=== block 1 ===
Block 1, clock wires, drivers and flops:
Scale bar: 20 um.
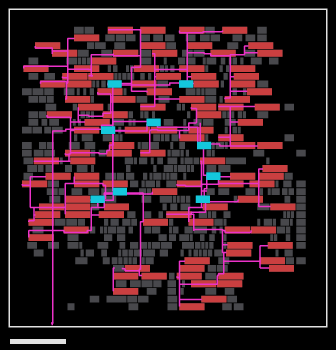

**src/rtl/im_loader_pkg.sv**
```systemverilog
// rtl/im_loader_pkg.sv - shared state encoding and frame constants for im_loader
package im_loader_pkg;

  typedef enum logic [2:0] {
    IDLE   = 3'd0,
    HDR_HI = 3'd1,
    HDR_LO = 3'd2,
    DATA   = 3'd3,
    CSUM   = 3'd4,
    DONE   = 3'd5,
    ERR    = 3'd6
  } state_t;

  localparam int HDR_BYTES      = 2;
  localparam int BYTES_PER_WORD = 4;
  localparam logic [7:0] CSUM_INIT = 8'h00;

endpackage

```
**src/rtl/im_loader_word_asm.sv**
```systemverilog
// rtl/im_loader_word_asm.sv - big-endian byte-to-word assembler for im_loader
module im_loader_word_asm
  import im_loader_pkg::*;
(
  input  logic        clk,
  input  logic        rst_n,
  input  logic        clear,
  input  logic        byte_en,
  input  logic [7:0]  byte_data,
  output logic [1:0]  byte_idx,
  output logic        word_valid,
  output logic [31:0] word
);

  logic [23:0] r_shift;
  logic [1:0]  r_idx;
  logic        r_valid;
  logic [31:0] r_word;

  // Shift bytes in MSB-first; the last byte of a word completes it in the same edge.
  always_ff @(posedge clk or negedge rst_n) begin
    if (!rst_n) begin
      r_shift <= '0;
      r_idx   <= '0;
      r_valid <= 1'b0;
      r_word  <= '0;
    end else begin
      r_valid <= 1'b0;
      if (clear) begin
        r_shift <= '0;
        r_idx   <= '0;
      end else if (byte_en) begin
        r_shift <= {r_shift[15:0], byte_data};
        r_idx   <= r_idx + 2'd1;
        if (r_idx == 2'(BYTES_PER_WORD - 1)) begin
          r_valid <= 1'b1;
          r_word  <= {r_shift, byte_data};
        end
      end
    end
  end

  assign byte_idx   = r_idx;
  assign word_valid = r_valid;
  assign word       = r_word;

endmodule

```
**src/rtl/im_loader.sv**
```systemverilog
// rtl/im_loader.sv - boot-time instruction-memory loader; IM_LOADER_CHECKSUM_EN adds a trailing XOR checksum byte
module im_loader
  import im_loader_pkg::*;
#(
  parameter int IM_DEPTH = 256,
  parameter int ADDR_W   = 8
) (
  input  logic              clk,
  input  logic              rst_loader,
  input  logic              start,
  input  logic              byte_valid,
  input  logic [7:0]        byte_data,
  output logic              byte_ready,
  output logic              im_we,
  output logic [ADDR_W-1:0] im_waddr,
  output logic [31:0]       im_wdata,
  output logic              cpu_hold,
  output logic              done,
  output logic              error,
  output logic [ADDR_W:0]   word_count
);

  localparam logic [ADDR_W:0] W_ONE = 1;

  state_t            r_state;
  logic              r_ready;
  logic              r_done;
  logic              r_error;
  logic              r_hold;
  logic [7:0]        r_hdr_hi;
  logic [ADDR_W:0]   r_n;
  logic [ADDR_W:0]   r_widx;
  logic [ADDR_W:0]   r_wcount;
  logic [ADDR_W-1:0] r_waddr;
`ifdef IM_LOADER_CHECKSUM_EN
  logic [7:0]        r_csum;
`endif

  logic        w_accept;
  logic        w_restart;
  logic        w_data_byte;
  logic        w_last_byte;
  logic        w_last_word;
  logic [15:0] w_n;
  logic [1:0]  w_byte_idx;
  logic        w_word_valid;
  logic [31:0] w_word;

  assign w_accept    = byte_valid & r_ready;
  assign w_restart   = start & ((r_state == IDLE) | (r_state == DONE) | (r_state == ERR));
  assign w_data_byte = w_accept & (r_state == DATA);
  assign w_last_byte = w_data_byte & (w_byte_idx == 2'(BYTES_PER_WORD - 1));
  assign w_last_word = (r_widx == (r_n - W_ONE));
  assign w_n         = {r_hdr_hi, byte_data};

  im_loader_word_asm u_word_asm (
    .clk        (clk),
    .rst_n      (rst_loader),
    .clear      (w_restart),
    .byte_en    (w_data_byte),
    .byte_data  (byte_data),
    .byte_idx   (w_byte_idx),
    .word_valid (w_word_valid),
    .word       (w_word)
  );

  // Frame sequencing, word bookkeeping and all registered status outputs.
  always_ff @(posedge clk or negedge rst_loader) begin
    if (!rst_loader) begin
      r_state  <= IDLE;
      r_ready  <= 1'b0;
      r_done   <= 1'b0;
      r_error  <= 1'b0;
      r_hold   <= 1'b1;
      r_hdr_hi <= '0;
      r_n      <= '0;
      r_widx   <= '0;
      r_wcount <= '0;
      r_waddr  <= '0;
`ifdef IM_LOADER_CHECKSUM_EN
      r_csum   <= CSUM_INIT;
`endif
    end else begin
      if (w_last_byte) begin
        r_waddr <= r_widx[ADDR_W-1:0];
        r_widx  <= r_widx + W_ONE;
      end
      // The memory commits one edge after im_we is registered.
      if (w_word_valid) r_wcount <= r_wcount + W_ONE;
`ifdef IM_LOADER_CHECKSUM_EN
      if (w_accept) r_csum <= r_csum ^ byte_data;
`endif
      case (r_state)
        IDLE, DONE, ERR: begin
          if (start) begin
            r_state  <= HDR_HI;
            r_ready  <= 1'b1;
            r_done   <= 1'b0;
            r_error  <= 1'b0;
            r_hold   <= 1'b1;
            r_widx   <= '0;
            r_wcount <= '0;
`ifdef IM_LOADER_CHECKSUM_EN
            r_csum   <= CSUM_INIT;
`endif
          end else if ((r_state == DONE) && !r_done) begin
            // Release the core only once the final word has been committed.
            r_done <= 1'b1;
            r_hold <= 1'b0;
          end
        end
        HDR_HI: begin
          if (w_accept) begin
            r_hdr_hi <= byte_data;
            r_state  <= HDR_LO;
          end
        end
        HDR_LO: begin
          if (w_accept) begin
            if (w_n > 16'(IM_DEPTH)) begin
              r_state <= ERR;
              r_ready <= 1'b0;
              r_error <= 1'b1;
            end else begin
              r_n <= w_n[ADDR_W:0];
              if (w_n == 16'd0) begin
`ifdef IM_LOADER_CHECKSUM_EN
                r_state <= CSUM;
`else
                r_state <= DONE;
                r_ready <= 1'b0;
                r_done  <= 1'b1;
                r_hold  <= 1'b0;
`endif
              end else begin
                r_state <= DATA;
              end
            end
          end
        end
        DATA: begin
          if (w_last_byte && w_last_word) begin
`ifdef IM_LOADER_CHECKSUM_EN
            r_state <= CSUM;
`else
            r_state <= DONE;
            r_ready <= 1'b0;
`endif
          end
        end
`ifdef IM_LOADER_CHECKSUM_EN
        CSUM: begin
          if (w_accept) begin
            r_ready <= 1'b0;
            if ((r_csum ^ byte_data) == 8'h00) begin
              r_state <= DONE;
              r_done  <= 1'b1;
              r_hold  <= 1'b0;
            end else begin
              r_state <= ERR;
              r_error <= 1'b1;
            end
          end
        end
`endif
        default: begin
          r_state <= IDLE;
          r_ready <= 1'b0;
        end
      endcase
    end
  end

  assign byte_ready = r_ready;
  assign im_we      = w_word_valid;
  assign im_waddr   = r_waddr;
  assign im_wdata   = w_word;
  assign cpu_hold   = r_hold;
  assign done       = r_done;
  assign error      = r_error;
  assign word_count = r_wcount;

endmodule

```
**config.mk**
```make
export PLATFORM = sky130hd
export DESIGN_NAME = im_loader
export DESIGN_NICKNAME = d
export VERILOG_FILES = /design/src/rtl/im_loader_pkg.sv /design/src/rtl/im_loader_word_asm.sv /design/src/rtl/im_loader.sv
export SDC_FILE = /design/constraint.sdc
export NUM_CORES = 1
export LEC_CHECK = 0
export CAP_MARGIN = 20
export CORE_MARGIN = 4
export CORE_UTILIZATION = 45
export CTS_CLUSTER_SIZE = 8
export DETAILED_ROUTE_END_ITERATION = 7
export PLACE_DENSITY = 0.72
export SYNTH_ARGS = -nofsm -noshare
export SYNTH_HDL_FRONTEND = slang
export SYNTH_SLANG_ARGS = --single-unit
export TNS_END_PERCENT = 10
```
**constraint.sdc**
```tcl
create_clock -name clk -period 2.6 [get_ports clk]
set_clock_uncertainty 0.05 [all_clocks]
set_input_delay 0.52 -clock clk [delete_from_list [all_inputs] [get_ports clk]]
set_output_delay 0.52 -clock clk [all_outputs]
set_load 0.02 [all_outputs]
```
=== block 2 ===
==> config.mk <==
export PLATFORM = sky130hd
export DESIGN_NAME = bcd_serial_adder
export DESIGN_NICKNAME = d
export VERILOG_FILES = /design/src/rtl/bcd_serial_adder.sv
export SDC_FILE = /design/constraint.sdc
export NUM_CORES = 1
export LEC_CHECK = 0
export ABC_AREA = 1
export CORE_MARGIN = 3
export CORE_UTILIZATION = 40
export DETAILED_ROUTE_END_ITERATION = 6
export GPL_TIMING_DRIVEN = 0
export PLACE_DENSITY = 0.67
export SLEW_MARGIN = 20
export SYNTH_ARGS = -nofsm -noshare
export SYNTH_HDL_FRONTEND = slang
export SYNTH_SLANG_ARGS = --single-unit
==> constraint.sdc <==
create_clock -name clk -period 3.65 [get_ports clk]
set_clock_uncertainty 0.15 [all_clocks]
set_input_delay 0.9125 -clock clk [delete_from_list [all_inputs] [get_ports clk]]
set_output_delay 0.9125 -clock clk [all_outputs]
set_load 0.005 [all_outputs]
==> src/rtl/bcd_serial_adder.sv <==
// bcd_serial_adder: digit-serial packed-BCD adder, one digit per clock, LSD first.
// A start/busy/done handshake frames each operation; results hold until the next start.
// Optional subtraction (nine's complement of b) is compiled in with `define BCD_SUB_EN.
module bcd_serial_adder #(
  parameter int DIGITS = 4
) (
  input  logic                  clk,
  input  logic                  rst_n,
  input  logic                  start,
  input  logic [4*DIGITS-1:0]   a,
  input  logic [4*DIGITS-1:0]   b,
  input  logic                  cin,
`ifdef BCD_SUB_EN
  input  logic                  sub,
`endif
  output logic                  busy,
  output logic                  done,
  output logic [4*DIGITS-1:0]   sum,
  output logic                  cout,
  output logic                  z,
  output logic                  invalid
);

  localparam int W    = 4 * DIGITS;
  localparam int IDXW = (DIGITS > 1) ? $clog2(DIGITS) : 1;

  localparam logic [0:0] S_IDLE = 1'b0;
  localparam logic [0:0] S_RUN  = 1'b1;

  // True when any 4-bit digit of v holds a non-decimal code (A..F).
  function automatic logic has_non_bcd(input logic [W-1:0] v);
    logic f;
    f = 1'b0;
    for (int i = 0; i < DIGITS; i++) begin
      f = f | (v[4*i +: 4] > 4'd9);
    end
    return f;
  endfunction

  logic [0:0]      r_state;
  logic [W-1:0]    r_a;
  logic [W-1:0]    r_b;
  logic            r_carry;
  logic [IDXW-1:0] r_idx;
  logic [W-1:0]    r_sum;
  logic            r_busy;
  logic            r_done;
  logic            r_cout;
  logic            r_z;
  logic            r_invalid;
`ifdef BCD_SUB_EN
  logic            r_sub;
`endif

  logic [3:0]      w_a_dig;
  logic [3:0]      w_b_dig;
  logic [3:0]      w_b_eff;
  logic [4:0]      w_t;
  logic [4:0]      w_t_m10;
  logic [3:0]      w_digit;
  logic            w_carry_next;
  logic            w_cout_final;
  logic            w_init_carry;
  logic            w_last;
  logic [W-1:0]    w_sum_next;

  // Digit datapath: select digit r_idx, form the 5-bit sum and decimal-adjust it.
  always_comb begin
    w_a_dig    = 4'd0;
    w_b_dig    = 4'd0;
    w_sum_next = r_sum;
    for (int i = 0; i < DIGITS; i++) begin
      w_a_dig = w_a_dig | ((r_idx == IDXW'(i)) ? r_a[4*i +: 4] : 4'd0);
      w_b_dig = w_b_dig | ((r_idx == IDXW'(i)) ? r_b[4*i +: 4] : 4'd0);
    end
`ifdef BCD_SUB_EN
    w_b_eff      = r_sub ? (4'd9 - w_b_dig) : w_b_dig;
    w_init_carry = sub ? ~cin : cin;
`else
    w_b_eff      = w_b_dig;
    w_init_carry = cin;
`endif
    // Kept 5 bits wide: 9+9+1 = 19 must not wrap before the >9 test.
    w_t     = {1'b0, w_a_dig} + {1'b0, w_b_eff} + {4'd0, r_carry};
    w_t_m10 = w_t - 5'd10;
    if (w_t > 5'd9) begin
      w_digit      = w_t_m10[3:0];
      w_carry_next = 1'b1;
    end else begin
      w_digit      = w_t[3:0];
      w_carry_next = 1'b0;
    end
    for (int i = 0; i < DIGITS; i++) begin
      w_sum_next[4*i +: 4] = (r_idx == IDXW'(i)) ? w_digit : r_sum[4*i +: 4];
    end
`ifdef BCD_SUB_EN
    // A missing final carry in nine's-complement subtraction means a borrow.
    w_cout_final = r_sub ? ~w_carry_next : w_carry_next;
`else
    w_cout_final = w_carry_next;
`endif
    w_last = (r_idx == IDXW'(DIGITS - 1));
  end

  // Control FSM and result registers: latch on start, one digit per RUN cycle, flag on the last.
  always_ff @(posedge clk or negedge rst_n) begin
    if (!rst_n) begin
      r_state   <= S_IDLE;
      r_a       <= {W{1'b0}};
      r_b       <= {W{1'b0}};
      r_carry   <= 1'b0;
      r_idx     <= {IDXW{1'b0}};
      r_sum     <= {W{1'b0}};
      r_busy    <= 1'b0;
      r_done    <= 1'b0;
      r_cout    <= 1'b0;
      r_z       <= 1'b1;
      r_invalid <= 1'b0;
`ifdef BCD_SUB_EN
      r_sub     <= 1'b0;
`endif
    end else begin
      r_done <= 1'b0;
      case (r_state)
        S_IDLE: begin
          if (start) begin
            r_a     <= a;
            r_b     <= b;
            r_carry <= w_init_carry;
            r_idx   <= {IDXW{1'b0}};
            r_sum   <= {W{1'b0}};
            r_busy  <= 1'b1;
            r_state <= S_RUN;
`ifdef BCD_SUB_EN
            r_sub   <= sub;
`endif
          end else begin
            r_state <= S_IDLE;
          end
        end
        S_RUN: begin
          r_sum   <= w_sum_next;
          r_carry <= w_carry_next;
          if (w_last) begin
            r_busy    <= 1'b0;
            r_done    <= 1'b1;
            r_cout    <= w_cout_final;
            r_z       <= (w_sum_next == {W{1'b0}});
            r_invalid <= has_non_bcd(r_a) | has_non_bcd(r_b);
            r_state   <= S_IDLE;
          end else begin
            r_idx <= r_idx + IDXW'(1);
          end
        end
        default: begin
          r_state <= S_IDLE;
          r_busy  <= 1'b0;
        end
      endcase
    end
  end

  assign busy    = r_busy;
  assign done    = r_done;
  assign sum     = r_sum;
  assign cout    = r_cout;
  assign z       = r_z;
  assign invalid = r_invalid;

endmodule

Block 2, clock wiring as the flow saved it:
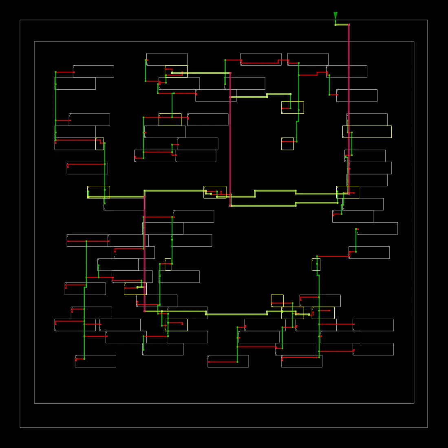
clk latency late pin: 0.35 ns

==> impl_metrics.ini, block 2 <==
; physical design summary
[routing]
wl_mm = 7.96
drtPass1Iterations = 4
drc = 0
first_iter_violations = 126
wl_per_cell_um = 14.6
wl_met2_mm = 3.79

[setup_path]
cp_max_fo = 7
r2r-start = r_idx[0]$_DFFE_PN0P_
required_ns = 3.78
critPathLaunch = r_idx[0]$_DFFE_PN0P_
path_class = flip-flop to flip-flop
critPathTopFamily = adder cells
r2r-end = z$_DFFE_PN1P_
cp-start-kind = flip-flop
path_depth = 20

[finish]
comb_share_pct = 36.0
flops = 57
sh_seq_area_pct = 34.7
clkbuf_count = 11
logic_area_um2 = 1480
final_layout_top_logic_cell = nand2_1
regArea_um2 = 1430
clockNetworkAreaShare_pct = 4.78
lay_top_cells = 125 x nand2_1, 56 x dfrtp_1, 55 x clkdlybuf4s50_1
area_growth_pct = 39.5
num-fill-cells = 660

[synth]
top_area_cell = dfrtp_1
synth_chip_area_um2 = 2950
synth-edff-count = 0
top_cell_area_share_pct = 47.6
ys.flop_type = dfrtp_1
most_common_cell = nand2_1
synth_seq_share_pct = 48.5

[clock_tree]
postCtsSetupRepairBufs = 3
clock-sinks = 57
clk_path_buf_depth = 2

[run_status]
status = finished, final reports clean

[place]
dp_cells = 515
port_buffers = 56

[global_routing]
grt_pass1_wl_mm = 12.7
grt_use_met3_pct = 5.74
gr-total-overflow = 0
grt_max_degree = 58

[timing]
tightest_slew_ns = 0.702
slew_viol_final = 0
Block 1, cells colored by class:
Fill, decap, tap and diode cells in gray.
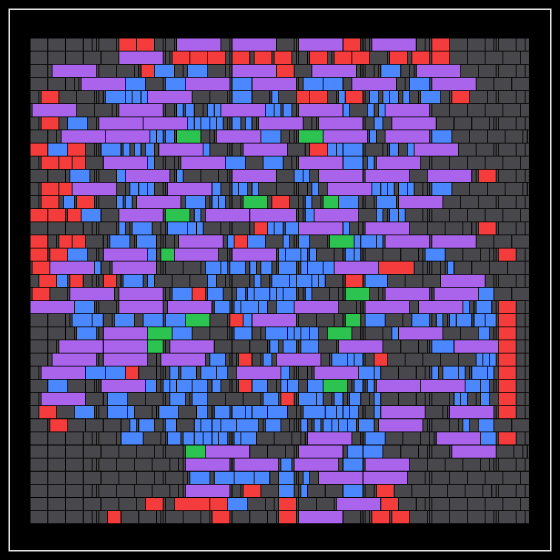
| color | class | cells |
|---|---|---|
| blue | remaining logic cells | 298 |
| green | clock drivers and dummy loads | 15 |
| red | remaining buffers and delay cells | 86 |
| purple | registers | 109 |

## Picture notes: 'clock wires, drivers and flops' of block 1
[cyan] clock-net drivers | count: 9
[magenta] clock wires | length: 1190 um
[red] flip-flops | count: 109
routed clock nets: 10
flops lie: spread over the die

==> impl_metrics.ini, block 1 <==
; physical design summary
[floorplan]
tap_cells = 136
core-area_um2 = 10400
die-area_um2 = 12500

[synth]
synth.distinct_cells = 49
yosys_cells = 428
top_area_cell = dfrtp_1
muxShareOfSynthArea_pct = 14.0
synth_async_sr_flop_share_pct = 100
synthTopCellsByCount = 108 x dfrtp_1, 70 x nand2_1, 57 x mux2_2

[setup_path]
rr_worst_depth = 8
path_cells = inv_1 > ha_1 > nor2b_1 > nand3b_1 > xnor2_1 > or4_4 > o22ai_2 > mux2i_1
critPathTopFamily = simple AND/OR/NAND/NOR gates
crit_end = r_state[2]$_DFFE_PN0P_
required_ns = 2.84
path_depth = 8
max_stage_delay_ns = 0.53

[routing]
vias = 3366
drtPass1Iterations = 6
wl_met3_um = 380

[finish]
clkbuf_count = 10
inverters = 9
clockNetworkAreaShare_pct = 3.09
utilization_pct = 56.8
num-nonclk-buffers = 86
final_cells = 644
lay_top_cells = 108 x dfrtp_1, 70 x nand2_1, 64 x clkdlybuf4s50_1
num-fill-cells = 873
comb_share_pct = 33.3
area_growth_pct = 21.7

[place]
hpwl_mm = 7.25
dp_cells = 629

[global_routing]
grt_use_total_pct = 16.7
grt_pass1_vias = 3431
grt_pass1_wl_mm = 17.1
gr-total-overflow = 0

[timing]
fin_setup_tns_ns = 0
period_needed_ns = 2.28

[run_status]
status = finished, final reports clean

[clock_tree]
htreeDepth = 3
clk_latency_ns = 0.36

==> gallery <==
Wiring by layer.
Scale bar: 20 um. Only two layers are drawn.
image #1
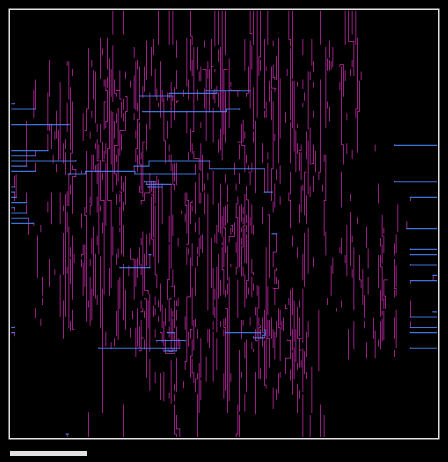
image #2
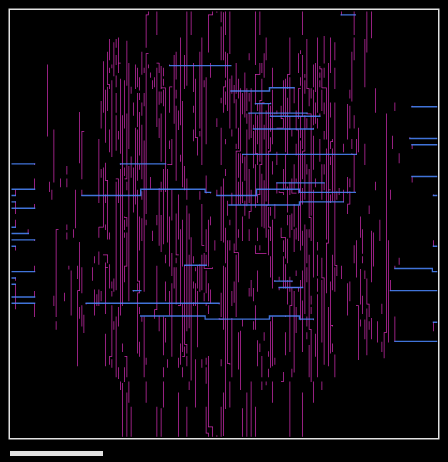
| from | picture |
|---|---|
| block 1 | image #1 |
| block 2 | image #2 |
- most wire: image #1
- largest die: image #1

Key to image #1:
| color | layer | wire length |
|---|---|---|
| magenta | M2 | 4820 um |
| blue | M3 | 381 um |


=== block 3 ===
Block 3, clock wiring as the flow saved it:
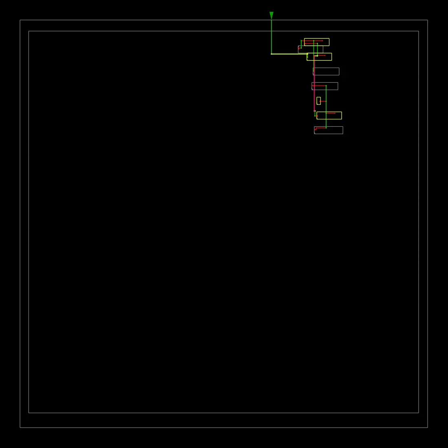

`src/rtl/wb_pkg.sv`:
```
// Shared types and helpers for the Wishbone B4 round-robin arbiter.
package wb_pkg;

   typedef enum logic {
      IDLE    = 1'b0,
      GRANTED = 1'b1
   } arb_state_t;

   // Number of SEL lines for a given data width and select granularity.
   function automatic int sel_width(input int data_width, input int granularity);
      return data_width / granularity;
   endfunction

endpackage

```
`src/rtl/wb_rr_picker.sv`:
```
// Combinational rotating-priority picker: first requester after ptr wins.
module wb_rr_picker #(
   parameter int NUM_MASTERS = 2,
   parameter int PTR_W       = $clog2(NUM_MASTERS)
) (
   input  logic [NUM_MASTERS-1:0] req,
   input  logic [PTR_W-1:0]       ptr,
   output logic [NUM_MASTERS-1:0] win_oh,
   output logic                   valid
);

   logic [PTR_W-1:0] cand;

   // NOTE: every always_comb output gets a default first, so no path can infer a latch.
   always_comb begin
      win_oh = '0;
      valid  = 1'b0;
      cand   = '0;
      // Scan ptr+1, ptr+2, ... so the last winner has the lowest priority.
      for (int i = 0; i < NUM_MASTERS; i++) begin
         cand = PTR_W'((int'(ptr) + 1 + i) % NUM_MASTERS);
         if (!valid && req[cand]) begin
            win_oh[cand] = 1'b1;
            valid        = 1'b1;
         end
      end
   end

endmodule

```
`src/rtl/wb_rr_arbiter.sv`:
```
// N-master to 1-slave Wishbone B4 classic arbiter, round-robin per CYC tenure.
// Optional slave-stall watchdog enabled by defining WB_ARBITER_TIMEOUT_EN.
module wb_rr_arbiter
   import wb_pkg::*;
#(
   parameter int NUM_MASTERS    = 2,
   parameter int DATA_WIDTH     = 32,
   parameter int ADDR_WIDTH     = 32,
   parameter int GRANULARITY    = 8,
   parameter int TIMEOUT_CYCLES = 256
) (
   input  logic                                             clk_i,
   input  logic                                             rst_i,
   input  logic [NUM_MASTERS*ADDR_WIDTH-1:0]                m_adr_i,
   input  logic [NUM_MASTERS*DATA_WIDTH-1:0]                m_dat_i,
   input  logic [NUM_MASTERS-1:0]                           m_we_i,
   input  logic [NUM_MASTERS*(DATA_WIDTH/GRANULARITY)-1:0]  m_sel_i,
   input  logic [NUM_MASTERS-1:0]                           m_stb_i,
   input  logic [NUM_MASTERS-1:0]                           m_cyc_i,
   output logic [NUM_MASTERS*DATA_WIDTH-1:0]                m_dat_o,
   output logic [NUM_MASTERS-1:0]                           m_ack_o,
   output logic [NUM_MASTERS-1:0]                           m_err_o,
   output logic [ADDR_WIDTH-1:0]                            s_adr_o,
   output logic [DATA_WIDTH-1:0]                            s_dat_o,
   output logic                                             s_we_o,
   output logic [DATA_WIDTH/GRANULARITY-1:0]                s_sel_o,
   output logic                                             s_stb_o,
   output logic                                             s_cyc_o,
   input  logic [DATA_WIDTH-1:0]                            s_dat_i,
   input  logic                                             s_ack_i,
   input  logic                                             s_err_i,
   output logic [NUM_MASTERS-1:0]                           gnt_o
);

   localparam int PTR_W = $clog2(NUM_MASTERS);
   localparam int SEL_W = sel_width(DATA_WIDTH, GRANULARITY);

   if (GRANULARITY != 8 && GRANULARITY != 16 && GRANULARITY != 32) begin : g_bad_gran
      $fatal(1, "wb_rr_arbiter: GRANULARITY must be 8, 16 or 32");
   end
   if (NUM_MASTERS < 2 || NUM_MASTERS > 16) begin : g_bad_num
      $fatal(1, "wb_rr_arbiter: NUM_MASTERS must be 2..16");
   end
   if (TIMEOUT_CYCLES < 2) begin : g_bad_tmo
      $fatal(1, "wb_rr_arbiter: TIMEOUT_CYCLES must be at least 2");
   end

   arb_state_t             state_q, state_d;
   logic [NUM_MASTERS-1:0] gnt_q, gnt_d, pick_oh;
   logic [PTR_W-1:0]       ptr_q, ptr_d, pick_idx, g;
   logic                   pick_valid;
   logic                   tmo_hit;

   logic [ADDR_WIDTH-1:0]  adr_arr [NUM_MASTERS];
   logic [DATA_WIDTH-1:0]  dat_arr [NUM_MASTERS];
   logic [SEL_W-1:0]       sel_arr [NUM_MASTERS];

   for (genvar k = 0; k < NUM_MASTERS; k++) begin : g_unpack
      assign adr_arr[k] = m_adr_i[k*ADDR_WIDTH +: ADDR_WIDTH];
      assign dat_arr[k] = m_dat_i[k*DATA_WIDTH +: DATA_WIDTH];
      assign sel_arr[k] = m_sel_i[k*SEL_W +: SEL_W];
   end

   assign m_dat_o = {NUM_MASTERS{s_dat_i}};
   assign gnt_o   = gnt_q;

   wb_rr_picker #(.NUM_MASTERS(NUM_MASTERS), .PTR_W(PTR_W)) u_picker (
      .req    (m_cyc_i),
      .ptr    (ptr_q),
      .win_oh (pick_oh),
      .valid  (pick_valid)
   );

   always_comb begin
      pick_idx = '0;
      g        = '0;
      for (int i = 0; i < NUM_MASTERS; i++) begin
         if (pick_oh[i]) pick_idx = PTR_W'(i);
         if (gnt_q[i])   g        = PTR_W'(i);
      end
   end

   // Picking only from IDLE enforces the mandatory idle cycle between tenures.
   always_comb begin
      state_d = state_q;
      gnt_d   = gnt_q;
      ptr_d   = ptr_q;
      case (state_q)
         IDLE: if (pick_valid) begin
            gnt_d   = pick_oh;
            ptr_d   = pick_idx;
            state_d = GRANTED;
         end
         GRANTED: if (!m_cyc_i[g]) begin
            gnt_d   = '0;
            state_d = IDLE;
         end
         default: begin
            gnt_d   = '0;
            state_d = IDLE;
         end
      endcase
   end

   // NOTE: sequential state uses non-blocking assignments so every register samples pre-edge values.
   always_ff @(posedge clk_i or posedge rst_i) begin
      if (rst_i) begin
         state_q <= IDLE;
         gnt_q   <= '0;
         ptr_q   <= PTR_W'(NUM_MASTERS - 1);
      end else begin
         state_q <= state_d;
         gnt_q   <= gnt_d;
         ptr_q   <= ptr_d;
      end
   end

`ifdef WB_ARBITER_TIMEOUT_EN
   localparam int TMO_W = $clog2(TIMEOUT_CYCLES);
   logic [TMO_W-1:0] tmo_q;
   logic             stalled;

   assign stalled = (state_q == GRANTED) && m_cyc_i[g] && m_stb_i[g] && !s_ack_i && !s_err_i;
   assign tmo_hit = stalled && (tmo_q == TMO_W'(TIMEOUT_CYCLES - 1));

   always_ff @(posedge clk_i or posedge rst_i) begin
      if (rst_i) begin
         tmo_q <= '0;
      end else if (state_q != GRANTED || !m_cyc_i[g] || s_ack_i || s_err_i || tmo_hit) begin
         tmo_q <= '0;
      end else if (m_stb_i[g]) begin
         tmo_q <= tmo_q + TMO_W'(1);
      end
   end
`else
   assign tmo_hit = 1'b0;
`endif

   always_comb begin
      s_adr_o = '0;
      s_dat_o = '0;
      s_we_o  = 1'b0;
      s_sel_o = '0;
      s_cyc_o = 1'b0;
      s_stb_o = 1'b0;
      m_ack_o = '0;
      m_err_o = '0;
      if (state_q == GRANTED) begin
         s_adr_o    = adr_arr[g];
         s_dat_o    = dat_arr[g];
         s_we_o     = m_we_i[g];
         s_sel_o    = sel_arr[g];
         s_cyc_o    = m_cyc_i[g];
         s_stb_o    = m_stb_i[g] && !tmo_hit;
         m_ack_o[g] = s_ack_i;
         m_err_o[g] = s_err_i || tmo_hit;
      end
   end

endmodule

```
`config.mk`:
```
export PLATFORM = sky130hd
export DESIGN_NAME = wb_rr_arbiter
export DESIGN_NICKNAME = d
export VERILOG_FILES = /design/src/rtl/wb_pkg.sv /design/src/rtl/wb_rr_picker.sv /design/src/rtl/wb_rr_arbiter.sv
export SDC_FILE = /design/constraint.sdc
export NUM_CORES = 1
export LEC_CHECK = 0
export ABC_AREA = 1
export CAP_MARGIN = 15
export CELL_PAD_IN_SITES_DETAIL_PLACEMENT = 1
export CELL_PAD_IN_SITES_GLOBAL_PLACEMENT = 2
export CORE_MARGIN = 3
export CORE_UTILIZATION = 10
export CTS_CLUSTER_DIAMETER = 30
export DETAILED_ROUTE_END_ITERATION = 12
export GPL_TIMING_DRIVEN = 0
export PLACE_DENSITY = 0.89
export REMOVE_ABC_BUFFERS = 1
export SYNTH_ARGS = -nofsm -noshare
export SYNTH_HDL_FRONTEND = slang
export SYNTH_SLANG_ARGS = --single-unit
```
`constraint.sdc`:
```
create_clock -name clk_i -period 2.4 [get_ports clk_i]
set_clock_uncertainty 0.2 [all_clocks]
set_input_delay 0.48 -clock clk_i [delete_from_list [all_inputs] [get_ports clk_i]]
set_output_delay 0.48 -clock clk_i [all_outputs]
set_load 0.02 [all_outputs]
```
=== block 4 ===
===== src/rtl/apb3_master_pkg.sv =====
// Shared types and constants for the fabric-side APB3 command master.
// The response flags are derived from one error code, so the error causes cannot produce conflicting flags.
package apb3_master_pkg;

  typedef enum logic [1:0] {
    ST_IDLE   = 2'd0,
    ST_SETUP  = 2'd1,
    ST_ACCESS = 2'd2,
    ST_RESP   = 2'd3
  } state_e;

  localparam int APB_ALIGN_BITS = 2;

  localparam logic [1:0] ERR_NONE     = 2'd0;
  localparam logic [1:0] ERR_SLVERR   = 2'd1;
  localparam logic [1:0] ERR_TIMEOUT  = 2'd2;
  localparam logic [1:0] ERR_MISALIGN = 2'd3;

  // Returns {err, timeout}.
  function automatic logic [1:0] err_flags(input logic [1:0] code);
    logic [1:0] flags;
    case (code)
      ERR_NONE:     flags = 2'b00;
      ERR_SLVERR:   flags = 2'b10;
      ERR_TIMEOUT:  flags = 2'b11;
      ERR_MISALIGN: flags = 2'b10;
      default:      flags = 2'b10;
    endcase
    return flags;
  endfunction

endpackage


===== src/rtl/apb3_timeout_ctr.sv =====
// Counts ACCESS cycles without PREADY and flags the cycle whose increment reaches the limit.
// A limit of 0 disables expiry.
module apb3_timeout_ctr #(
  parameter int TIMEOUT_CYCLES = 256
) (
  input  logic clk_i,
  input  logic rst_i,
  input  logic clear_i,
  input  logic en_i,
  output logic expired_o
);

  localparam int            CW      = (TIMEOUT_CYCLES > 0) ? $clog2(TIMEOUT_CYCLES + 1) : 1;
  localparam logic [CW-1:0] LIMIT   = CW'(TIMEOUT_CYCLES);
  localparam logic          ENABLED = 1'(TIMEOUT_CYCLES > 0);

  logic [CW-1:0] cnt_q;

  // Saturating wait-cycle counter, cleared on entry to ACCESS.
  always_ff @(posedge clk_i or posedge rst_i) begin
    if (rst_i) begin
      cnt_q <= {CW{1'b0}};
    end else if (clear_i) begin
      cnt_q <= {CW{1'b0}};
    end else if (en_i && (cnt_q != LIMIT)) begin
      cnt_q <= cnt_q + CW'(1);
    end else begin
      cnt_q <= cnt_q;
    end
  end

  assign expired_o = ENABLED && en_i && (cnt_q == (LIMIT - CW'(1)));

endmodule


===== src/rtl/apb3_cmd_master.sv =====
// Valid/ready command stream to APB3 SETUP/ACCESS initiator with a single outstanding transfer.
// All outputs are registered; a PREADY timeout and misaligned addresses return error responses.
module apb3_cmd_master
  import apb3_master_pkg::*;
#(
  parameter int ADDR_WIDTH     = 32,
  parameter int DATA_WIDTH     = 32,
  parameter int TIMEOUT_CYCLES = 256
) (
  input  logic                  PCLK,
  input  logic                  PRESET,
  input  logic                  CMD_VALID,
  output logic                  CMD_READY,
  input  logic                  CMD_WRITE,
  input  logic [ADDR_WIDTH-1:0] CMD_ADDR,
  input  logic [DATA_WIDTH-1:0] CMD_WDATA,
  output logic                  RSP_VALID,
  input  logic                  RSP_READY,
  output logic [DATA_WIDTH-1:0] RSP_RDATA,
  output logic                  RSP_ERR,
  output logic                  RSP_TIMEOUT,
  output logic                  PSEL,
  output logic                  PENABLE,
  output logic                  PWRITE,
  output logic [ADDR_WIDTH-1:0] PADDR,
  output logic [DATA_WIDTH-1:0] PWDATA,
  input  logic [DATA_WIDTH-1:0] PRDATA,
  input  logic                  PREADY,
  input  logic                  PSLVERR
);

  state_e                state_q;
  logic                  cmd_ready_q;
  logic                  rsp_valid_q;
  logic [DATA_WIDTH-1:0] rsp_rdata_q;
  logic                  rsp_err_q;
  logic                  rsp_timeout_q;
  logic                  psel_q;
  logic                  penable_q;
  logic                  pwrite_q;
  logic [ADDR_WIDTH-1:0] paddr_q;
  logic [DATA_WIDTH-1:0] pwdata_q;

  logic tmo_clear_s;
  logic tmo_en_s;
  logic tmo_expired_s;
  logic misaligned_s;

  assign tmo_clear_s  = (state_q == ST_SETUP);
  assign tmo_en_s     = (state_q == ST_ACCESS) && !PREADY;
  assign misaligned_s = |CMD_ADDR[APB_ALIGN_BITS-1:0];

  apb3_timeout_ctr #(
    .TIMEOUT_CYCLES(TIMEOUT_CYCLES)
  ) u_timeout_ctr (
    .clk_i    (PCLK),
    .rst_i    (PRESET),
    .clear_i  (tmo_clear_s),
    .en_i     (tmo_en_s),
    .expired_o(tmo_expired_s)
  );

  // Transfer FSM with registered bus and stream outputs.
  always_ff @(posedge PCLK or posedge PRESET) begin
    if (PRESET) begin
      state_q       <= ST_IDLE;
      cmd_ready_q   <= 1'b0;
      rsp_valid_q   <= 1'b0;
      rsp_rdata_q   <= {DATA_WIDTH{1'b0}};
      rsp_err_q     <= 1'b0;
      rsp_timeout_q <= 1'b0;
      psel_q        <= 1'b0;
      penable_q     <= 1'b0;
      pwrite_q      <= 1'b0;
      paddr_q       <= {ADDR_WIDTH{1'b0}};
      pwdata_q      <= {DATA_WIDTH{1'b0}};
    end else begin
      case (state_q)
        ST_IDLE: begin
          // CMD_READY comes up one cycle after reset release.
          if (!cmd_ready_q) begin
            cmd_ready_q <= 1'b1;
          end else if (CMD_VALID) begin
            cmd_ready_q <= 1'b0;
            pwrite_q    <= CMD_WRITE;
            paddr_q     <= CMD_ADDR;
            pwdata_q    <= CMD_WDATA;
            if (misaligned_s) begin
              state_q                      <= ST_RESP;
              rsp_valid_q                  <= 1'b1;
              rsp_rdata_q                  <= {DATA_WIDTH{1'b0}};
              {rsp_err_q, rsp_timeout_q}   <= err_flags(ERR_MISALIGN);
            end else begin
              state_q <= ST_SETUP;
              psel_q  <= 1'b1;
            end
          end else begin
            cmd_ready_q <= 1'b1;
          end
        end
        ST_SETUP: begin
          penable_q <= 1'b1;
          state_q   <= ST_ACCESS;
        end
        ST_ACCESS: begin
          if (PREADY) begin
            state_q                    <= ST_RESP;
            psel_q                     <= 1'b0;
            penable_q                  <= 1'b0;
            rsp_valid_q                <= 1'b1;
            rsp_rdata_q                <= (!pwrite_q && !PSLVERR) ? PRDATA : {DATA_WIDTH{1'b0}};
            {rsp_err_q, rsp_timeout_q} <= err_flags(PSLVERR ? ERR_SLVERR : ERR_NONE);
          end else if (tmo_expired_s) begin
            state_q                    <= ST_RESP;
            psel_q                     <= 1'b0;
            penable_q                  <= 1'b0;
            rsp_valid_q                <= 1'b1;
            rsp_rdata_q                <= {DATA_WIDTH{1'b0}};
            {rsp_err_q, rsp_timeout_q} <= err_flags(ERR_TIMEOUT);
          end else begin
            state_q <= ST_ACCESS;
          end
        end
        ST_RESP: begin
          if (RSP_READY) begin
            rsp_valid_q <= 1'b0;
            cmd_ready_q <= 1'b1;
            state_q     <= ST_IDLE;
          end else begin
            state_q <= ST_RESP;
          end
        end
        default: begin
          state_q     <= ST_IDLE;
          cmd_ready_q <= 1'b0;
          rsp_valid_q <= 1'b0;
          psel_q      <= 1'b0;
          penable_q   <= 1'b0;
        end
      endcase
    end
  end

  assign CMD_READY   = cmd_ready_q;
  assign RSP_VALID   = rsp_valid_q;
  assign RSP_RDATA   = rsp_rdata_q;
  assign RSP_ERR     = rsp_err_q;
  assign RSP_TIMEOUT = rsp_timeout_q;
  assign PSEL        = psel_q;
  assign PENABLE     = penable_q;
  assign PWRITE      = pwrite_q;
  assign PADDR       = paddr_q;
  assign PWDATA      = pwdata_q;

endmodule


===== config.mk =====
export PLATFORM = sky130hd
export DESIGN_NAME = apb3_cmd_master
export DESIGN_NICKNAME = d
export VERILOG_FILES = /design/src/rtl/apb3_master_pkg.sv /design/src/rtl/apb3_timeout_ctr.sv /design/src/rtl/apb3_cmd_master.sv
export SDC_FILE = /design/constraint.sdc
export NUM_CORES = 1
export LEC_CHECK = 0
export CORE_UTILIZATION = 43
export CTS_BUF_LIST = sky130_fd_sc_hd__clkbuf_4
export DETAILED_ROUTE_END_ITERATION = 16
export PLACE_DENSITY = 0.92
export SLEW_MARGIN = 20
export SYNTH_ARGS = -nofsm -noshare
export SYNTH_HDL_FRONTEND = slang
export SYNTH_HIERARCHICAL = 1
export SYNTH_SLANG_ARGS = --single-unit

===== constraint.sdc =====
create_clock -name PCLK -period 4.3 [get_ports PCLK]
set_input_delay 0.86 -clock PCLK [delete_from_list [all_inputs] [get_ports PCLK]]
set_output_delay 0.86 -clock PCLK [all_outputs]
set_load 0.05 [all_outputs]

=== block 5 ===
===== src/rtl/fwd_hazard_unit.sv =====
// fwd_hazard_unit: scoreboard-based operand bypass selects and load-use stall for an N-source pipeline.
// Optional FWD_STALL_CNT_EN adds a saturating 16-bit stall_cnt output.
module fwd_hazard_unit #(
  parameter int REG_AW = 4,
  parameter int NSRC = 2,
  parameter int DEPTH = 3,
  parameter int SEL_W = $clog2(DEPTH)
) (
  input  logic                    clk,
  input  logic                    rst,
  input  logic                    id_valid,
  input  logic [NSRC*REG_AW-1:0]  id_src,
  input  logic [NSRC-1:0]         id_src_use,
  input  logic [REG_AW-1:0]       id_dst,
  input  logic                    id_wr,
  input  logic                    id_load,
  input  logic                    flush,
  output logic                    stall,
  output logic [NSRC*SEL_W-1:0]   ex_fwd_sel
`ifdef FWD_STALL_CNT_EN
  ,
  output logic [15:0]             stall_cnt
`endif
);
  logic [DEPTH-1:0] vld, wr, ld;
  logic [REG_AW-1:0] dst [DEPTH];
  logic [NSRC*DEPTH-1:0] hit;
  logic [NSRC*SEL_W-1:0] sel;
  logic [NSRC-1:0] lu;
  logic ins;
  for (genvar i = 0; i < NSRC; i++) begin : g_src
    for (genvar j = 0; j < DEPTH; j++) begin : g_ent
      assign hit[i*DEPTH+j] = vld[j] & wr[j] & id_src_use[i] & |id_src[i*REG_AW +: REG_AW]
                              & (dst[j] == id_src[i*REG_AW +: REG_AW]);
    end
  end
  // Scan oldest to youngest so the youngest forwardable producer overwrites; WB entry is excluded.
  always_comb begin
    sel = '0;
    lu = '0;
    for (int i = 0; i < NSRC; i++) begin
      for (int j = DEPTH - 2; j >= 0; j--)
        if (hit[i*DEPTH+j]) sel[i*SEL_W +: SEL_W] = SEL_W'(j + 1);
      lu[i] = hit[i*DEPTH] & ld[0];
    end
  end
  assign stall = id_valid & ~flush & |lu;
  assign ins = id_valid & ~stall & ~flush;
  always_ff @(posedge clk or posedge rst) begin
    if (rst) begin
      vld <= '0;
      wr <= '0;
      ld <= '0;
      dst <= '{default: '0};
      ex_fwd_sel <= '0;
    end else begin
      for (int k = 1; k < DEPTH; k++) begin
        vld[k] <= vld[k-1];
        wr[k] <= wr[k-1];
        ld[k] <= ld[k-1];
        dst[k] <= dst[k-1];
      end
      if (flush) begin
        vld[1] <= 1'b0;
        wr[1] <= 1'b0;
        ld[1] <= 1'b0;
        dst[1] <= '0;
      end
      vld[0] <= ins;
      wr[0] <= ins & id_wr;
      ld[0] <= ins & id_load;
      dst[0] <= ins ? id_dst : '0;
      ex_fwd_sel <= ins ? sel : '0;
    end
  end
`ifdef FWD_STALL_CNT_EN
  always_ff @(posedge clk or posedge rst) begin
    if (rst) stall_cnt <= '0;
    else if (stall && stall_cnt != 16'hFFFF) stall_cnt <= stall_cnt + 16'd1;
  end
`endif
endmodule


===== config.mk =====
export PLATFORM = sky130hd
export DESIGN_NAME = fwd_hazard_unit
export DESIGN_NICKNAME = d
export VERILOG_FILES = /design/src/rtl/fwd_hazard_unit.sv
export SDC_FILE = /design/constraint.sdc
export NUM_CORES = 1
export LEC_CHECK = 0
export CAP_MARGIN = 20
export CORE_MARGIN = 2
export CORE_UTILIZATION = 35
export DETAILED_ROUTE_END_ITERATION = 6
export GPL_TIMING_DRIVEN = 1
export PLACE_DENSITY = 0.68
export SYNTH_ARGS = -nofsm -noshare
export SYNTH_HDL_FRONTEND = slang
export SYNTH_SLANG_ARGS = --single-unit

===== constraint.sdc =====
create_clock -name clk -period 1.7 [get_ports clk]
set_input_delay 0.17 -clock clk [delete_from_list [all_inputs] [get_ports clk]]
set_output_delay 0.17 -clock clk [all_outputs]
set_load 0.03 [all_outputs]

=== block 6 ===
--- src/rtl/dropout_sequencer_if.sv ---
// rtl/dropout_sequencer_if.sv - beat handshake bundle for the dropout sequencer
//
// Purpose: groups the input and output beat handshakes of dropout_sequencer.
// Signals:
//   in_valid/in_ready     input handshake
//   in_data               packed beat, lane i = bits [i*DW +: DW]
//   in_last               end-of-sample marker
//   out_valid/out_ready   output handshake
//   out_data, out_mask    masked beat and its keep mask (1 = kept)
//   out_last              end-of-sample marker of the held beat
// Modports: master = beat source/sink around the block, slave = the block.
interface dropout_sequencer_if #(
  parameter int LANES = 8,
  parameter int DW    = 8
);
  logic                  in_valid;
  logic                  in_ready;
  logic [LANES*DW-1:0]   in_data;
  logic                  in_last;
  logic                  out_valid;
  logic                  out_ready;
  logic [LANES*DW-1:0]   out_data;
  logic [LANES-1:0]      out_mask;
  logic                  out_last;

  modport master (
    output in_valid, in_data, in_last, out_ready,
    input  in_ready, out_valid, out_data, out_mask, out_last
  );

  modport slave (
    input  in_valid, in_data, in_last, out_ready,
    output in_ready, out_valid, out_data, out_mask, out_last
  );
endinterface

--- src/rtl/dropout_sequencer.sv ---
// rtl/dropout_sequencer.sv - LFSR-driven per-lane dropout mask applied to a beat stream
//
// Purpose: generates one keep-mask bit per cycle from a 16-bit Fibonacci LFSR
// into a shadow register, hands a full mask to cur_mask, and applies it to one
// accepted beat. With enable=0 beats pass through unmasked and the generator
// is frozen.
// Ports:
//   clk, reset       clock, synchronous active-high reset
//   enable           1 = training (dropout applied), 0 = inference
//   threshold        lane dropped when the LFSR low byte is below it
//   seed, seed_load  reload the LFSR (seed 0 falls back to SEED)
//   bus              dropout_sequencer_if.slave beat handshakes
//   drop_count       dropped-lane statistic
// Optional feature: define DROPOUT_STATS_EN to build the saturating
// drop_count counter; otherwise drop_count is tied to 0.
module dropout_sequencer #(
  parameter int          LANES = 8,
  parameter int          DW    = 8,
  parameter logic [15:0] SEED  = 16'hACE1
) (
  input  logic                 clk,
  input  logic                 reset,
  input  logic                 enable,
  input  logic [7:0]           threshold,
  input  logic [15:0]          seed,
  input  logic                 seed_load,
  dropout_sequencer_if.slave   bus,
  output logic [15:0]          drop_count
);

  localparam int CW = (LANES > 1) ? $clog2(LANES) : 1;

  logic [15:0]         lfsr_q, lfsr_d;
  logic [CW-1:0]       cnt_q, cnt_d;
  logic [LANES-1:0]    shadow_q, shadow_d;
  logic                shadow_full_q, shadow_full_d;
  logic [LANES-1:0]    cur_mask_q, cur_mask_d;
  logic                cur_valid_q, cur_valid_d;
  logic                out_valid_q, out_valid_d;
  logic [LANES*DW-1:0] out_data_q, out_data_d;
  logic [LANES-1:0]    out_mask_q, out_mask_d;
  logic                out_last_q, out_last_d;

  logic                lfsr_fb;
  logic                gen_en;
  logic                xfer_en;
  logic                out_free;
  logic                in_ready_c;
  logic                accept;
  logic [LANES-1:0]    eff_mask;

  // Right-shifting Fibonacci form of taps 16,14,13,11.
  assign lfsr_fb = lfsr_q[0] ^ lfsr_q[2] ^ lfsr_q[3] ^ lfsr_q[5];

  // The generator only moves in training mode.
  assign gen_en  = enable && !shadow_full_q;
  assign xfer_en = enable && shadow_full_q && !cur_valid_q;

  assign out_free   = !out_valid_q || bus.out_ready;
  // Gated by reset so the handshake reads idle while reset is held.
  assign in_ready_c = !reset && (enable ? (cur_valid_q && out_free) : out_free);
  assign accept     = bus.in_valid && in_ready_c;
  assign eff_mask   = enable ? cur_mask_q : {LANES{1'b1}};

  always_comb begin
    lfsr_d        = lfsr_q;
    cnt_d         = cnt_q;
    shadow_d      = shadow_q;
    shadow_full_d = shadow_full_q;
    cur_mask_d    = cur_mask_q;
    cur_valid_d   = cur_valid_q;

    if (seed_load) begin
      // Reseed wins over generation and transfer; partial and pending masks
      // are thrown away so every later mask comes from the new seed.
      lfsr_d        = (seed == 16'd0) ? SEED : seed;
      cnt_d         = '0;
      shadow_full_d = 1'b0;
      cur_valid_d   = 1'b0;
    end else begin
      if (gen_en) begin
        shadow_d[cnt_q] = (lfsr_q[7:0] >= threshold);
        lfsr_d          = {lfsr_fb, lfsr_q[15:1]};
        if (cnt_q == CW'(LANES - 1)) begin
          cnt_d         = '0;
          shadow_full_d = 1'b1;
        end else begin
          cnt_d = cnt_q + CW'(1);
        end
      end
      // Transfer needs an empty cur_mask and a training accept needs a full
      // one, so the two never coincide.
      if (xfer_en) begin
        cur_mask_d    = shadow_q;
        cur_valid_d   = 1'b1;
        shadow_full_d = 1'b0;
      end
      if (accept && enable) begin
        cur_valid_d = 1'b0;
      end
    end
  end

  // Output register ignores seed_load; an accept on a reseed edge still uses
  // the mask that was current before the reseed.
  always_comb begin
    out_valid_d = out_valid_q;
    out_data_d  = out_data_q;
    out_mask_d  = out_mask_q;
    out_last_d  = out_last_q;
    if (accept) begin
      out_valid_d = 1'b1;
      out_mask_d  = eff_mask;
      out_last_d  = bus.in_last;
      for (int i = 0; i < LANES; i++) begin
        out_data_d[i*DW +: DW] = eff_mask[i] ? bus.in_data[i*DW +: DW] : '0;
      end
    end else if (bus.out_ready) begin
      out_valid_d = 1'b0;
    end
  end

  always_ff @(posedge clk) begin
    if (reset) begin
      lfsr_q        <= SEED;
      cnt_q         <= '0;
      shadow_q      <= '0;
      shadow_full_q <= 1'b0;
      cur_mask_q    <= '0;
      cur_valid_q   <= 1'b0;
      out_valid_q   <= 1'b0;
      out_data_q    <= '0;
      out_mask_q    <= '0;
      out_last_q    <= 1'b0;
    end else begin
      lfsr_q        <= lfsr_d;
      cnt_q         <= cnt_d;
      shadow_q      <= shadow_d;
      shadow_full_q <= shadow_full_d;
      cur_mask_q    <= cur_mask_d;
      cur_valid_q   <= cur_valid_d;
      out_valid_q   <= out_valid_d;
      out_data_q    <= out_data_d;
      out_mask_q    <= out_mask_d;
      out_last_q    <= out_last_d;
    end
  end

  assign bus.in_ready  = in_ready_c;
  assign bus.out_valid = out_valid_q;
  assign bus.out_data  = out_data_q;
  assign bus.out_mask  = out_mask_q;
  assign bus.out_last  = out_last_q;

`ifdef DROPOUT_STATS_EN
  logic [15:0] drop_count_q, drop_count_d;
  logic [15:0] drop_zeros;
  logic [16:0] drop_sum;

  always_comb begin
    drop_zeros = '0;
    for (int i = 0; i < LANES; i++) begin
      drop_zeros = drop_zeros + {15'd0, ~eff_mask[i]};
    end
    drop_sum     = {1'b0, drop_count_q} + {1'b0, drop_zeros};
    drop_count_d = drop_count_q;
    if (accept) begin
      drop_count_d = drop_sum[16] ? 16'hFFFF : drop_sum[15:0];
    end
  end

  always_ff @(posedge clk) begin
    if (reset) begin
      drop_count_q <= '0;
    end else begin
      drop_count_q <= drop_count_d;
    end
  end

  assign drop_count = drop_count_q;
`else
  assign drop_count = 16'd0;
`endif

endmodule

--- src/flat_wrapper.sv ---
// flat-port wrapper written by rule: the top's interface ports become plain ports
module dropout_sequencer_flat 
#(
  parameter int          LANES = 8,
  parameter int          DW    = 8,
  parameter logic [15:0] SEED  = 16'hACE1
)
  (clk, reset, enable, threshold, seed, seed_load, drop_count, bus_in_valid, bus_in_data, bus_in_last, bus_out_ready, bus_in_ready, bus_out_valid, bus_out_data, bus_out_mask, bus_out_last);
  dropout_sequencer_if #(.LANES(LANES), .DW(DW)) bus_i ();
  input  logic clk;
  input  logic reset;
  input  logic enable;
  input  logic [7:0] threshold;
  input  logic [15:0] seed;
  input  logic seed_load;
  output logic [15:0] drop_count;
  input wire logic [$bits(bus_i.in_valid)-1:0] bus_in_valid;
  input wire logic [$bits(bus_i.in_data)-1:0] bus_in_data;
  input wire logic [$bits(bus_i.in_last)-1:0] bus_in_last;
  input wire logic [$bits(bus_i.out_ready)-1:0] bus_out_ready;
  output wire logic [$bits(bus_i.in_ready)-1:0] bus_in_ready;
  output wire logic [$bits(bus_i.out_valid)-1:0] bus_out_valid;
  output wire logic [$bits(bus_i.out_data)-1:0] bus_out_data;
  output wire logic [$bits(bus_i.out_mask)-1:0] bus_out_mask;
  output wire logic [$bits(bus_i.out_last)-1:0] bus_out_last;
  assign bus_i.in_valid = bus_in_valid;
  assign bus_i.in_data = bus_in_data;
  assign bus_i.in_last = bus_in_last;
  assign bus_i.out_ready = bus_out_ready;
  assign bus_in_ready = bus_i.in_ready;
  assign bus_out_valid = bus_i.out_valid;
  assign bus_out_data = bus_i.out_data;
  assign bus_out_mask = bus_i.out_mask;
  assign bus_out_last = bus_i.out_last;
  dropout_sequencer #(.LANES(LANES), .DW(DW), .SEED(SEED)) u_core (.clk(clk), .reset(reset), .enable(enable), .threshold(threshold), .seed(seed), .seed_load(seed_load), .bus(bus_i), .drop_count(drop_count));
endmodule
--- config.mk ---
export PLATFORM = sky130hd
export DESIGN_NAME = dropout_sequencer_flat
export DESIGN_NICKNAME = d
export VERILOG_FILES = /design/src/rtl/dropout_sequencer_if.sv /design/src/rtl/dropout_sequencer.sv /design/src/flat_wrapper.sv
export SDC_FILE = /design/constraint.sdc
export NUM_CORES = 1
export LEC_CHECK = 0
export ABC_AREA = 1
export CAP_MARGIN = 30
export CELL_PAD_IN_SITES_DETAIL_PLACEMENT = 1
export CELL_PAD_IN_SITES_GLOBAL_PLACEMENT = 1
export CORE_ASPECT_RATIO = 1.5
export CORE_MARGIN = 1.5
export CORE_UTILIZATION = 27
export DETAILED_ROUTE_END_ITERATION = 6
export HOLD_SLACK_MARGIN = 0.05
export MAX_ROUTING_LAYER = met4
export PLACE_DENSITY_LB_ADDON = 0.1
export SETUP_SLACK_MARGIN = 0.02
export SYNTH_ARGS = -nofsm -noshare
export SYNTH_HDL_FRONTEND = slang
export SYNTH_SLANG_ARGS = --single-unit
--- constraint.sdc ---
create_clock -name clk -period 1.4 [get_ports clk]
set_clock_uncertainty 0.05 [all_clocks]
set_input_delay 0.21 -clock clk [delete_from_list [all_inputs] [get_ports clk]]
set_output_delay 0.21 -clock clk [all_outputs]
set_load 0.05 [all_outputs]
Block 5, wiring by layer:
Scale bar: 20 um. Only two layers are drawn.
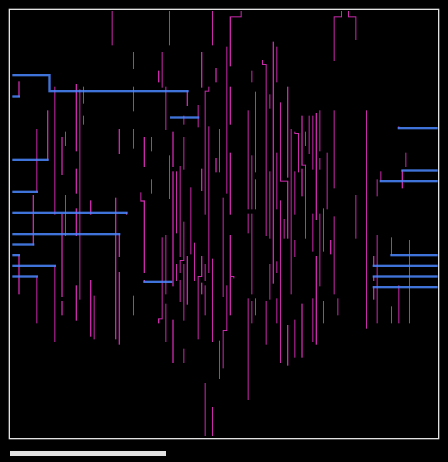
| color | layer | wire length |
|---|---|---|
| blue | M3 | 125 um |
| magenta | M2 | 991 um |

==> impl_metrics.ini, block 5 <==
; physical design summary
[synth]
top_area_cell = dfrtp_1
muxShareOfSynthArea_pct = 0
synth-simple-area-share_pct = 30.7
synth-edff-count = 0
postSynthCellCount = 74
ys_sh_adder_pct = 0
yosys.area_share.aoi_pct = 5.79

[run_status]
status = finished with violations
violations = setup timing

[clock_tree]
htreeDepth = 1

[finish]
lay_top_cells = 23 x clkdlybuf4s50_1, 17 x dfrtp_1, 17 x buf_4
final_layout_top_logic_cell = clkdlybuf4s50_1
layout.nonclk_buf_share_pct = 28.0
area_growth_pct = 48.6
final_layout_size_suffix_gt1_share_pct = 29.4
largest_reg_flops = 8

[timing]
setup_ws_ns = -0.197
slew_headroom_pct = 56.3
fin_setup_tns_ns = -0.197
setup-violations-final = 1

[floorplan]
fp_util_pct = 36.7
die_h_um = 54.9
die_w_um = 54.9

[routing]
drtPass1Iterations = 4
wl_met3_um = 125
vias = 696

[setup_path]
path_depth = 5
critPathTopFamily = simple AND/OR/NAND/NOR gates
cp.arrival_ns = 1.73

[global_routing]
grt_antenna_before_repair = 0
grt_pass1_wl_mm = 3.02
Block 3, M1 wires:
Scale bar: 50 um. Cells faint in the background.
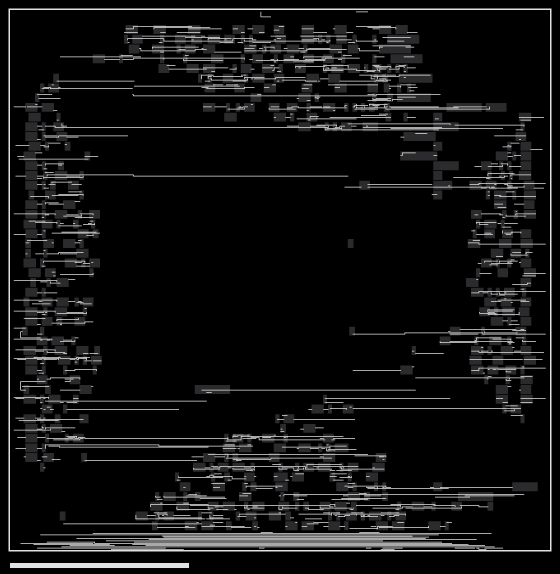
share of all routed wire: 41%
wire length on this layer: 5710 um
longest straight run: 121 um
main direction: horizontal
Vias: 2737
Detailed Route WL: 14.0 mm
fraction of met1 tracks used by global routing: 13.0%

## Picture notes: 'clock wiring as the flow saved it' of block 3
CTS Buf Count: 3
Power Clock: 0.270 mW
flop count: 4
clk latency late pin: 0.23 ns
TritonCTS Sinks: 4

==> impl_metrics.ini, block 3 <==
; physical design summary
[finish]
largest_class = buffers
num-multi-input-gates = 233
num-nonclk-buffers = 233
area_growth_pct = 89.5
comb_share_pct = 31.0
final_cells = 751
largest_reg_flops = 2
layout.nonclk_buf_share_pct = 54.3

[routing]
drt.antenna.violating_nets = 0
wl_met2_mm = 5.73
first_iter_violations = 59

[global_routing]
grt_use_met3_pct = 8.86
use_met2_pct = 16.1
grt_use_total_pct = 11.2

[setup_path]
max_stage_delay_ns = 0.47
cp-start-kind = flip-flop
worstSetupEndpointType = primary output
reg2reg_slack_ns = 0.80
cp.arrival_ns = 1.64
path_class = flip-flop to primary output

[floorplan]
placementRows = 52
core-area_um2 = 20400

[synth]
synth_async_sr_flop_share_pct = 100
yosys_cells = 331
top_cell_area_share_pct = 29.2
top_area_cell = a21oi_2
synthTopCellsByCount = 151 x nand2_1, 70 x a21oi_2, 65 x buf_4

[power]
p_comb_mw = 3.73
power.internal_mw = 1.70
power.total_mw = 4.16
clockPowerShare_pct = 6.5
ir_drop_mv = 0.491

[clock_tree]
cts-root-buf = clkbuf_16

[place]
gp_congestion = 0.678
dpl_cell_area_um2 = 3970
pre_cts_slack_ns = -0.963

[timing]
max_freq_ghz = 0.430
fin_setup_tns_ns = 0
rsz0062_at_grt = false
tightest_slew_ns = 0.280

[run_status]
status = finished, final reports clean
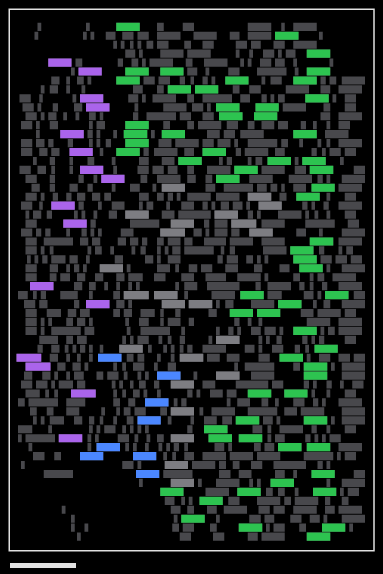
Block 6: sequential cells grouped by signal name
Scale bar: 20 um. Other sequential cells in the stronger gray, the rest of the logic in the fainter gray.
| color | signal | sequential cells |
|---|---|---|
| blue | u_core.shadow_q | 8 |
| purple | u_core.lfsr_q | 16 |
| green | u_core.bus.out_data | 64 |
not colored: 23

Block 6, clock wires, drivers and flops:
Scale bar: 20 um.
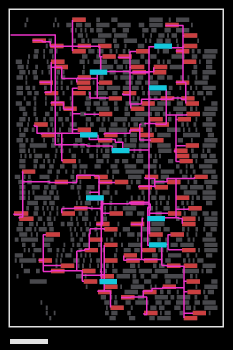
[cyan] clock-net drivers | count: 9
[red] flip-flops | count: 111
[magenta] clock wires | length: 1500 um
routed clock nets: 10
flops lie: spread over the die

==> impl_metrics.ini, block 6 <==
; physical design summary
[synth]
syn-cell-area_um2 = 4680
synth-edff-count = 0
synthXorXnorAreaFrac_pct = 0.561
most_common_cell = nand2_1
top_logic_kind = simple AND/OR/NAND/NOR gates
yosys.area_share.aoi_pct = 13.9
postSynthCellCount = 632

[setup_path]
path_depth = 4
cp-start-kind = flip-flop
r2r-start = u_core.cur_valid_q$_SDFFE_PP0P_
reg2reg_slack_ns = -0.11
crit_end = bus_in_ready
worstSetupEndpointType = primary output
cp_max_fo = 2
path_class = flip-flop to primary output
rr_worst_depth = 8
cp.buffers_inverters = 2
critPathLaunch = u_core.bus.out_valid$_SDFFE_PP0P_

[power]
seq_power_share_pct = 45.4
switchingPower_mw = 2.13
clockPowerShare_pct = 33.5
power.total_mw = 7.34
switching_share_pct = 29.0

[timing]
slew_headroom_pct = 64.8
period_needed_ns = 1.52
setup-violations-final = 72
hold_viol = 0
finalCritPeriodShare_pct = 109
rsz0062_at_grt = true
max_freq_ghz = 0.656
setup_ws_ns = -0.123

[run_status]
status = finished with violations
violations = setup timing

[clock_tree]
postCtsSetupRepairBufs = 5
cts_tree = built
htreeDepth = 3
clk_path_buf_depth = 2
clkTransAtPathRegs_ns = 0.07

[finish]
clockNetworkAreaShare_pct = 3.14
nets = 961
comb_share_pct = 30.7
flops = 111
inverters = 47

[floorplan]
die_h_um = 164
num_io_pins = 186
die-area_um2 = 18100

[routing]
wl_met2_mm = 9.82
routed.top_layer = met4
vias = 4956
wl_met1_mm = 6.96
drt.antenna.violating_nets = 0
wl_per_cell_um = 16.5

[global_routing]
use_met2_pct = 35.5
grt_max_degree = 37
top_usage_layer = met2
use_met1_pct = 20.4

[place]
dp_cells = 1031
hpwl_mm = 12.3
port_buffers = 169

[hold_path]
hp-class = input port to flip-flop
worstHoldEndpoint = u_core.bus.out_valid$_SDFFE_PP0P_
Block 4, clock wires, drivers and flops:
Scale bar: 20 um.
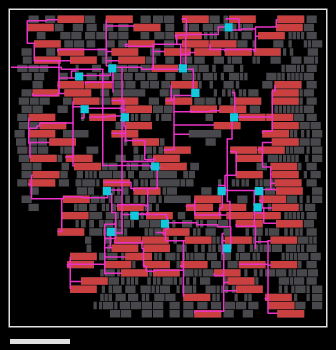
[magenta] clock wires | length: 1330 um
[red] flip-flops | count: 114
[cyan] clock-net drivers | count: 17
routed clock nets: 18
Power Clock: 0.727 mW
clk latency late pin: 0.51 ns

==> impl_metrics.ini, block 4 <==
; physical design summary
[timing]
setup_ws_ns = 1.59
rsz0062_at_grt = false
slew_viol_final = 0
slew_headroom_pct = 38.1

[synth]
synth_flops = 114
synth.distinct_cells = 43
synth_async_sr_flop_share_pct = 100
top_area_cell = dfrtp_1

[floorplan]
num_io_pins = 206

[clock_tree]
cts-root-buf = clkbuf_4
clk_path_buf_depth = 2
cts_buffers = 17
clock-sinks = 114

[setup_path]
max_stage_delay_ns = 0.73
reg2reg_slack_ns = 1.72
crit_end = RSP_RDATA[3]$_DFFE_PP0P_
worstSetupEndpointType = flip-flop

[global_routing]
grt_pass1_vias = 4241
top_usage_layer = met2
gr-total-overflow = 0

[finish]
lay_top_cells = 205 x clkdlybuf4s50_1, 202 x nand2_1, 114 x dfrtp_1
final_layout_top_logic_cell = clkdlybuf4s50_1
sh_seq_area_pct = 41.0
clockNetworkAreaShare_pct = 3.68

[run_status]
status = finished, final reports clean

[routing]
vias_per_cell = 4.97
vias = 3981
wl_met2_mm = 6.73

[place]
port_buffers = 205
hpwl_mm = 9.18

[power]
clockPowerShare_pct = 12.1
power_leader = combinational cells
power.density_nw_per_um2 = 865

[flow_run]
warnings = 27

[hold_path]
min_from = PADDR[1]$_DFFE_PP0P_
holdPathStages = 2


==> screenshots <==
Wiring by layer.
shot_01.png
Scale bar: 20 um. Only two layers are drawn.
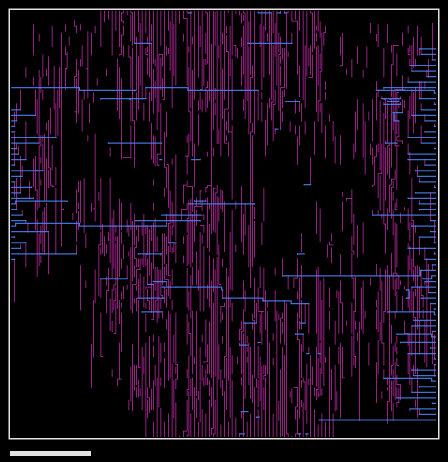
shot_02.png
Scale bar: 50 um. Only two layers are drawn.
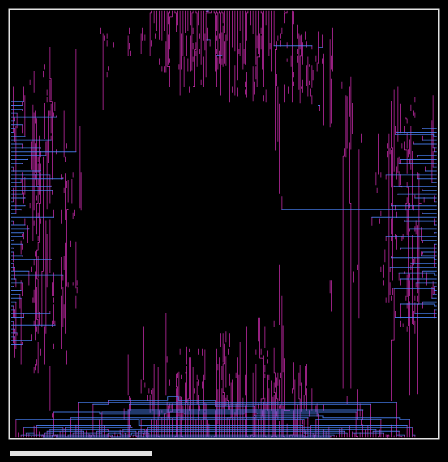
shot_03.png
Scale bar: 20 um. Only two layers are drawn.
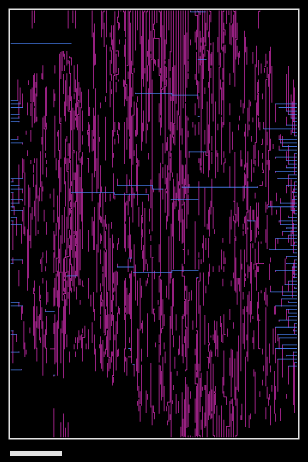
- shot_03.png = block 6
- shot_02.png = block 3
- shot_01.png = block 4
Of these, most wire: shot_03.png
Of these, largest die: shot_02.png


==> layout pictures side by side <==
Clock wires, drivers and flops.
picture 1
Scale bar: 20 um.
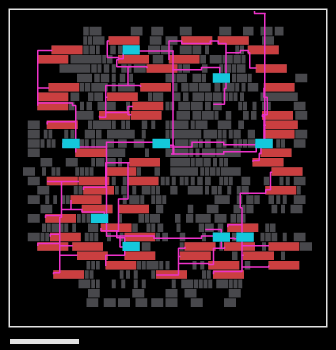
picture 2
Scale bar: 50 um.
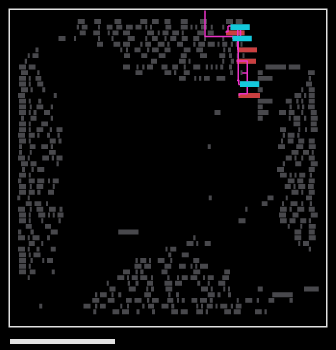
picture 3
Scale bar: 20 um.
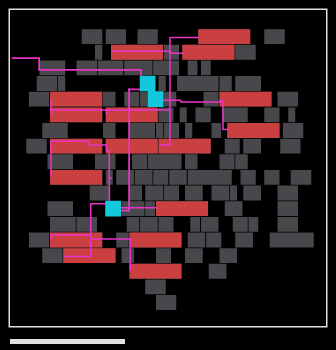
The one with the smallest die is picture 3.
block 5: picture 3
block 2: picture 1
block 3: picture 2

Key to picture 2:
[cyan] clock-net drivers | count: 3
[magenta] clock wires | length: 117 um
[red] flip-flops | count: 4
routed clock nets: 4

No activity file was given, so power comes from the tool's default toggle rates.
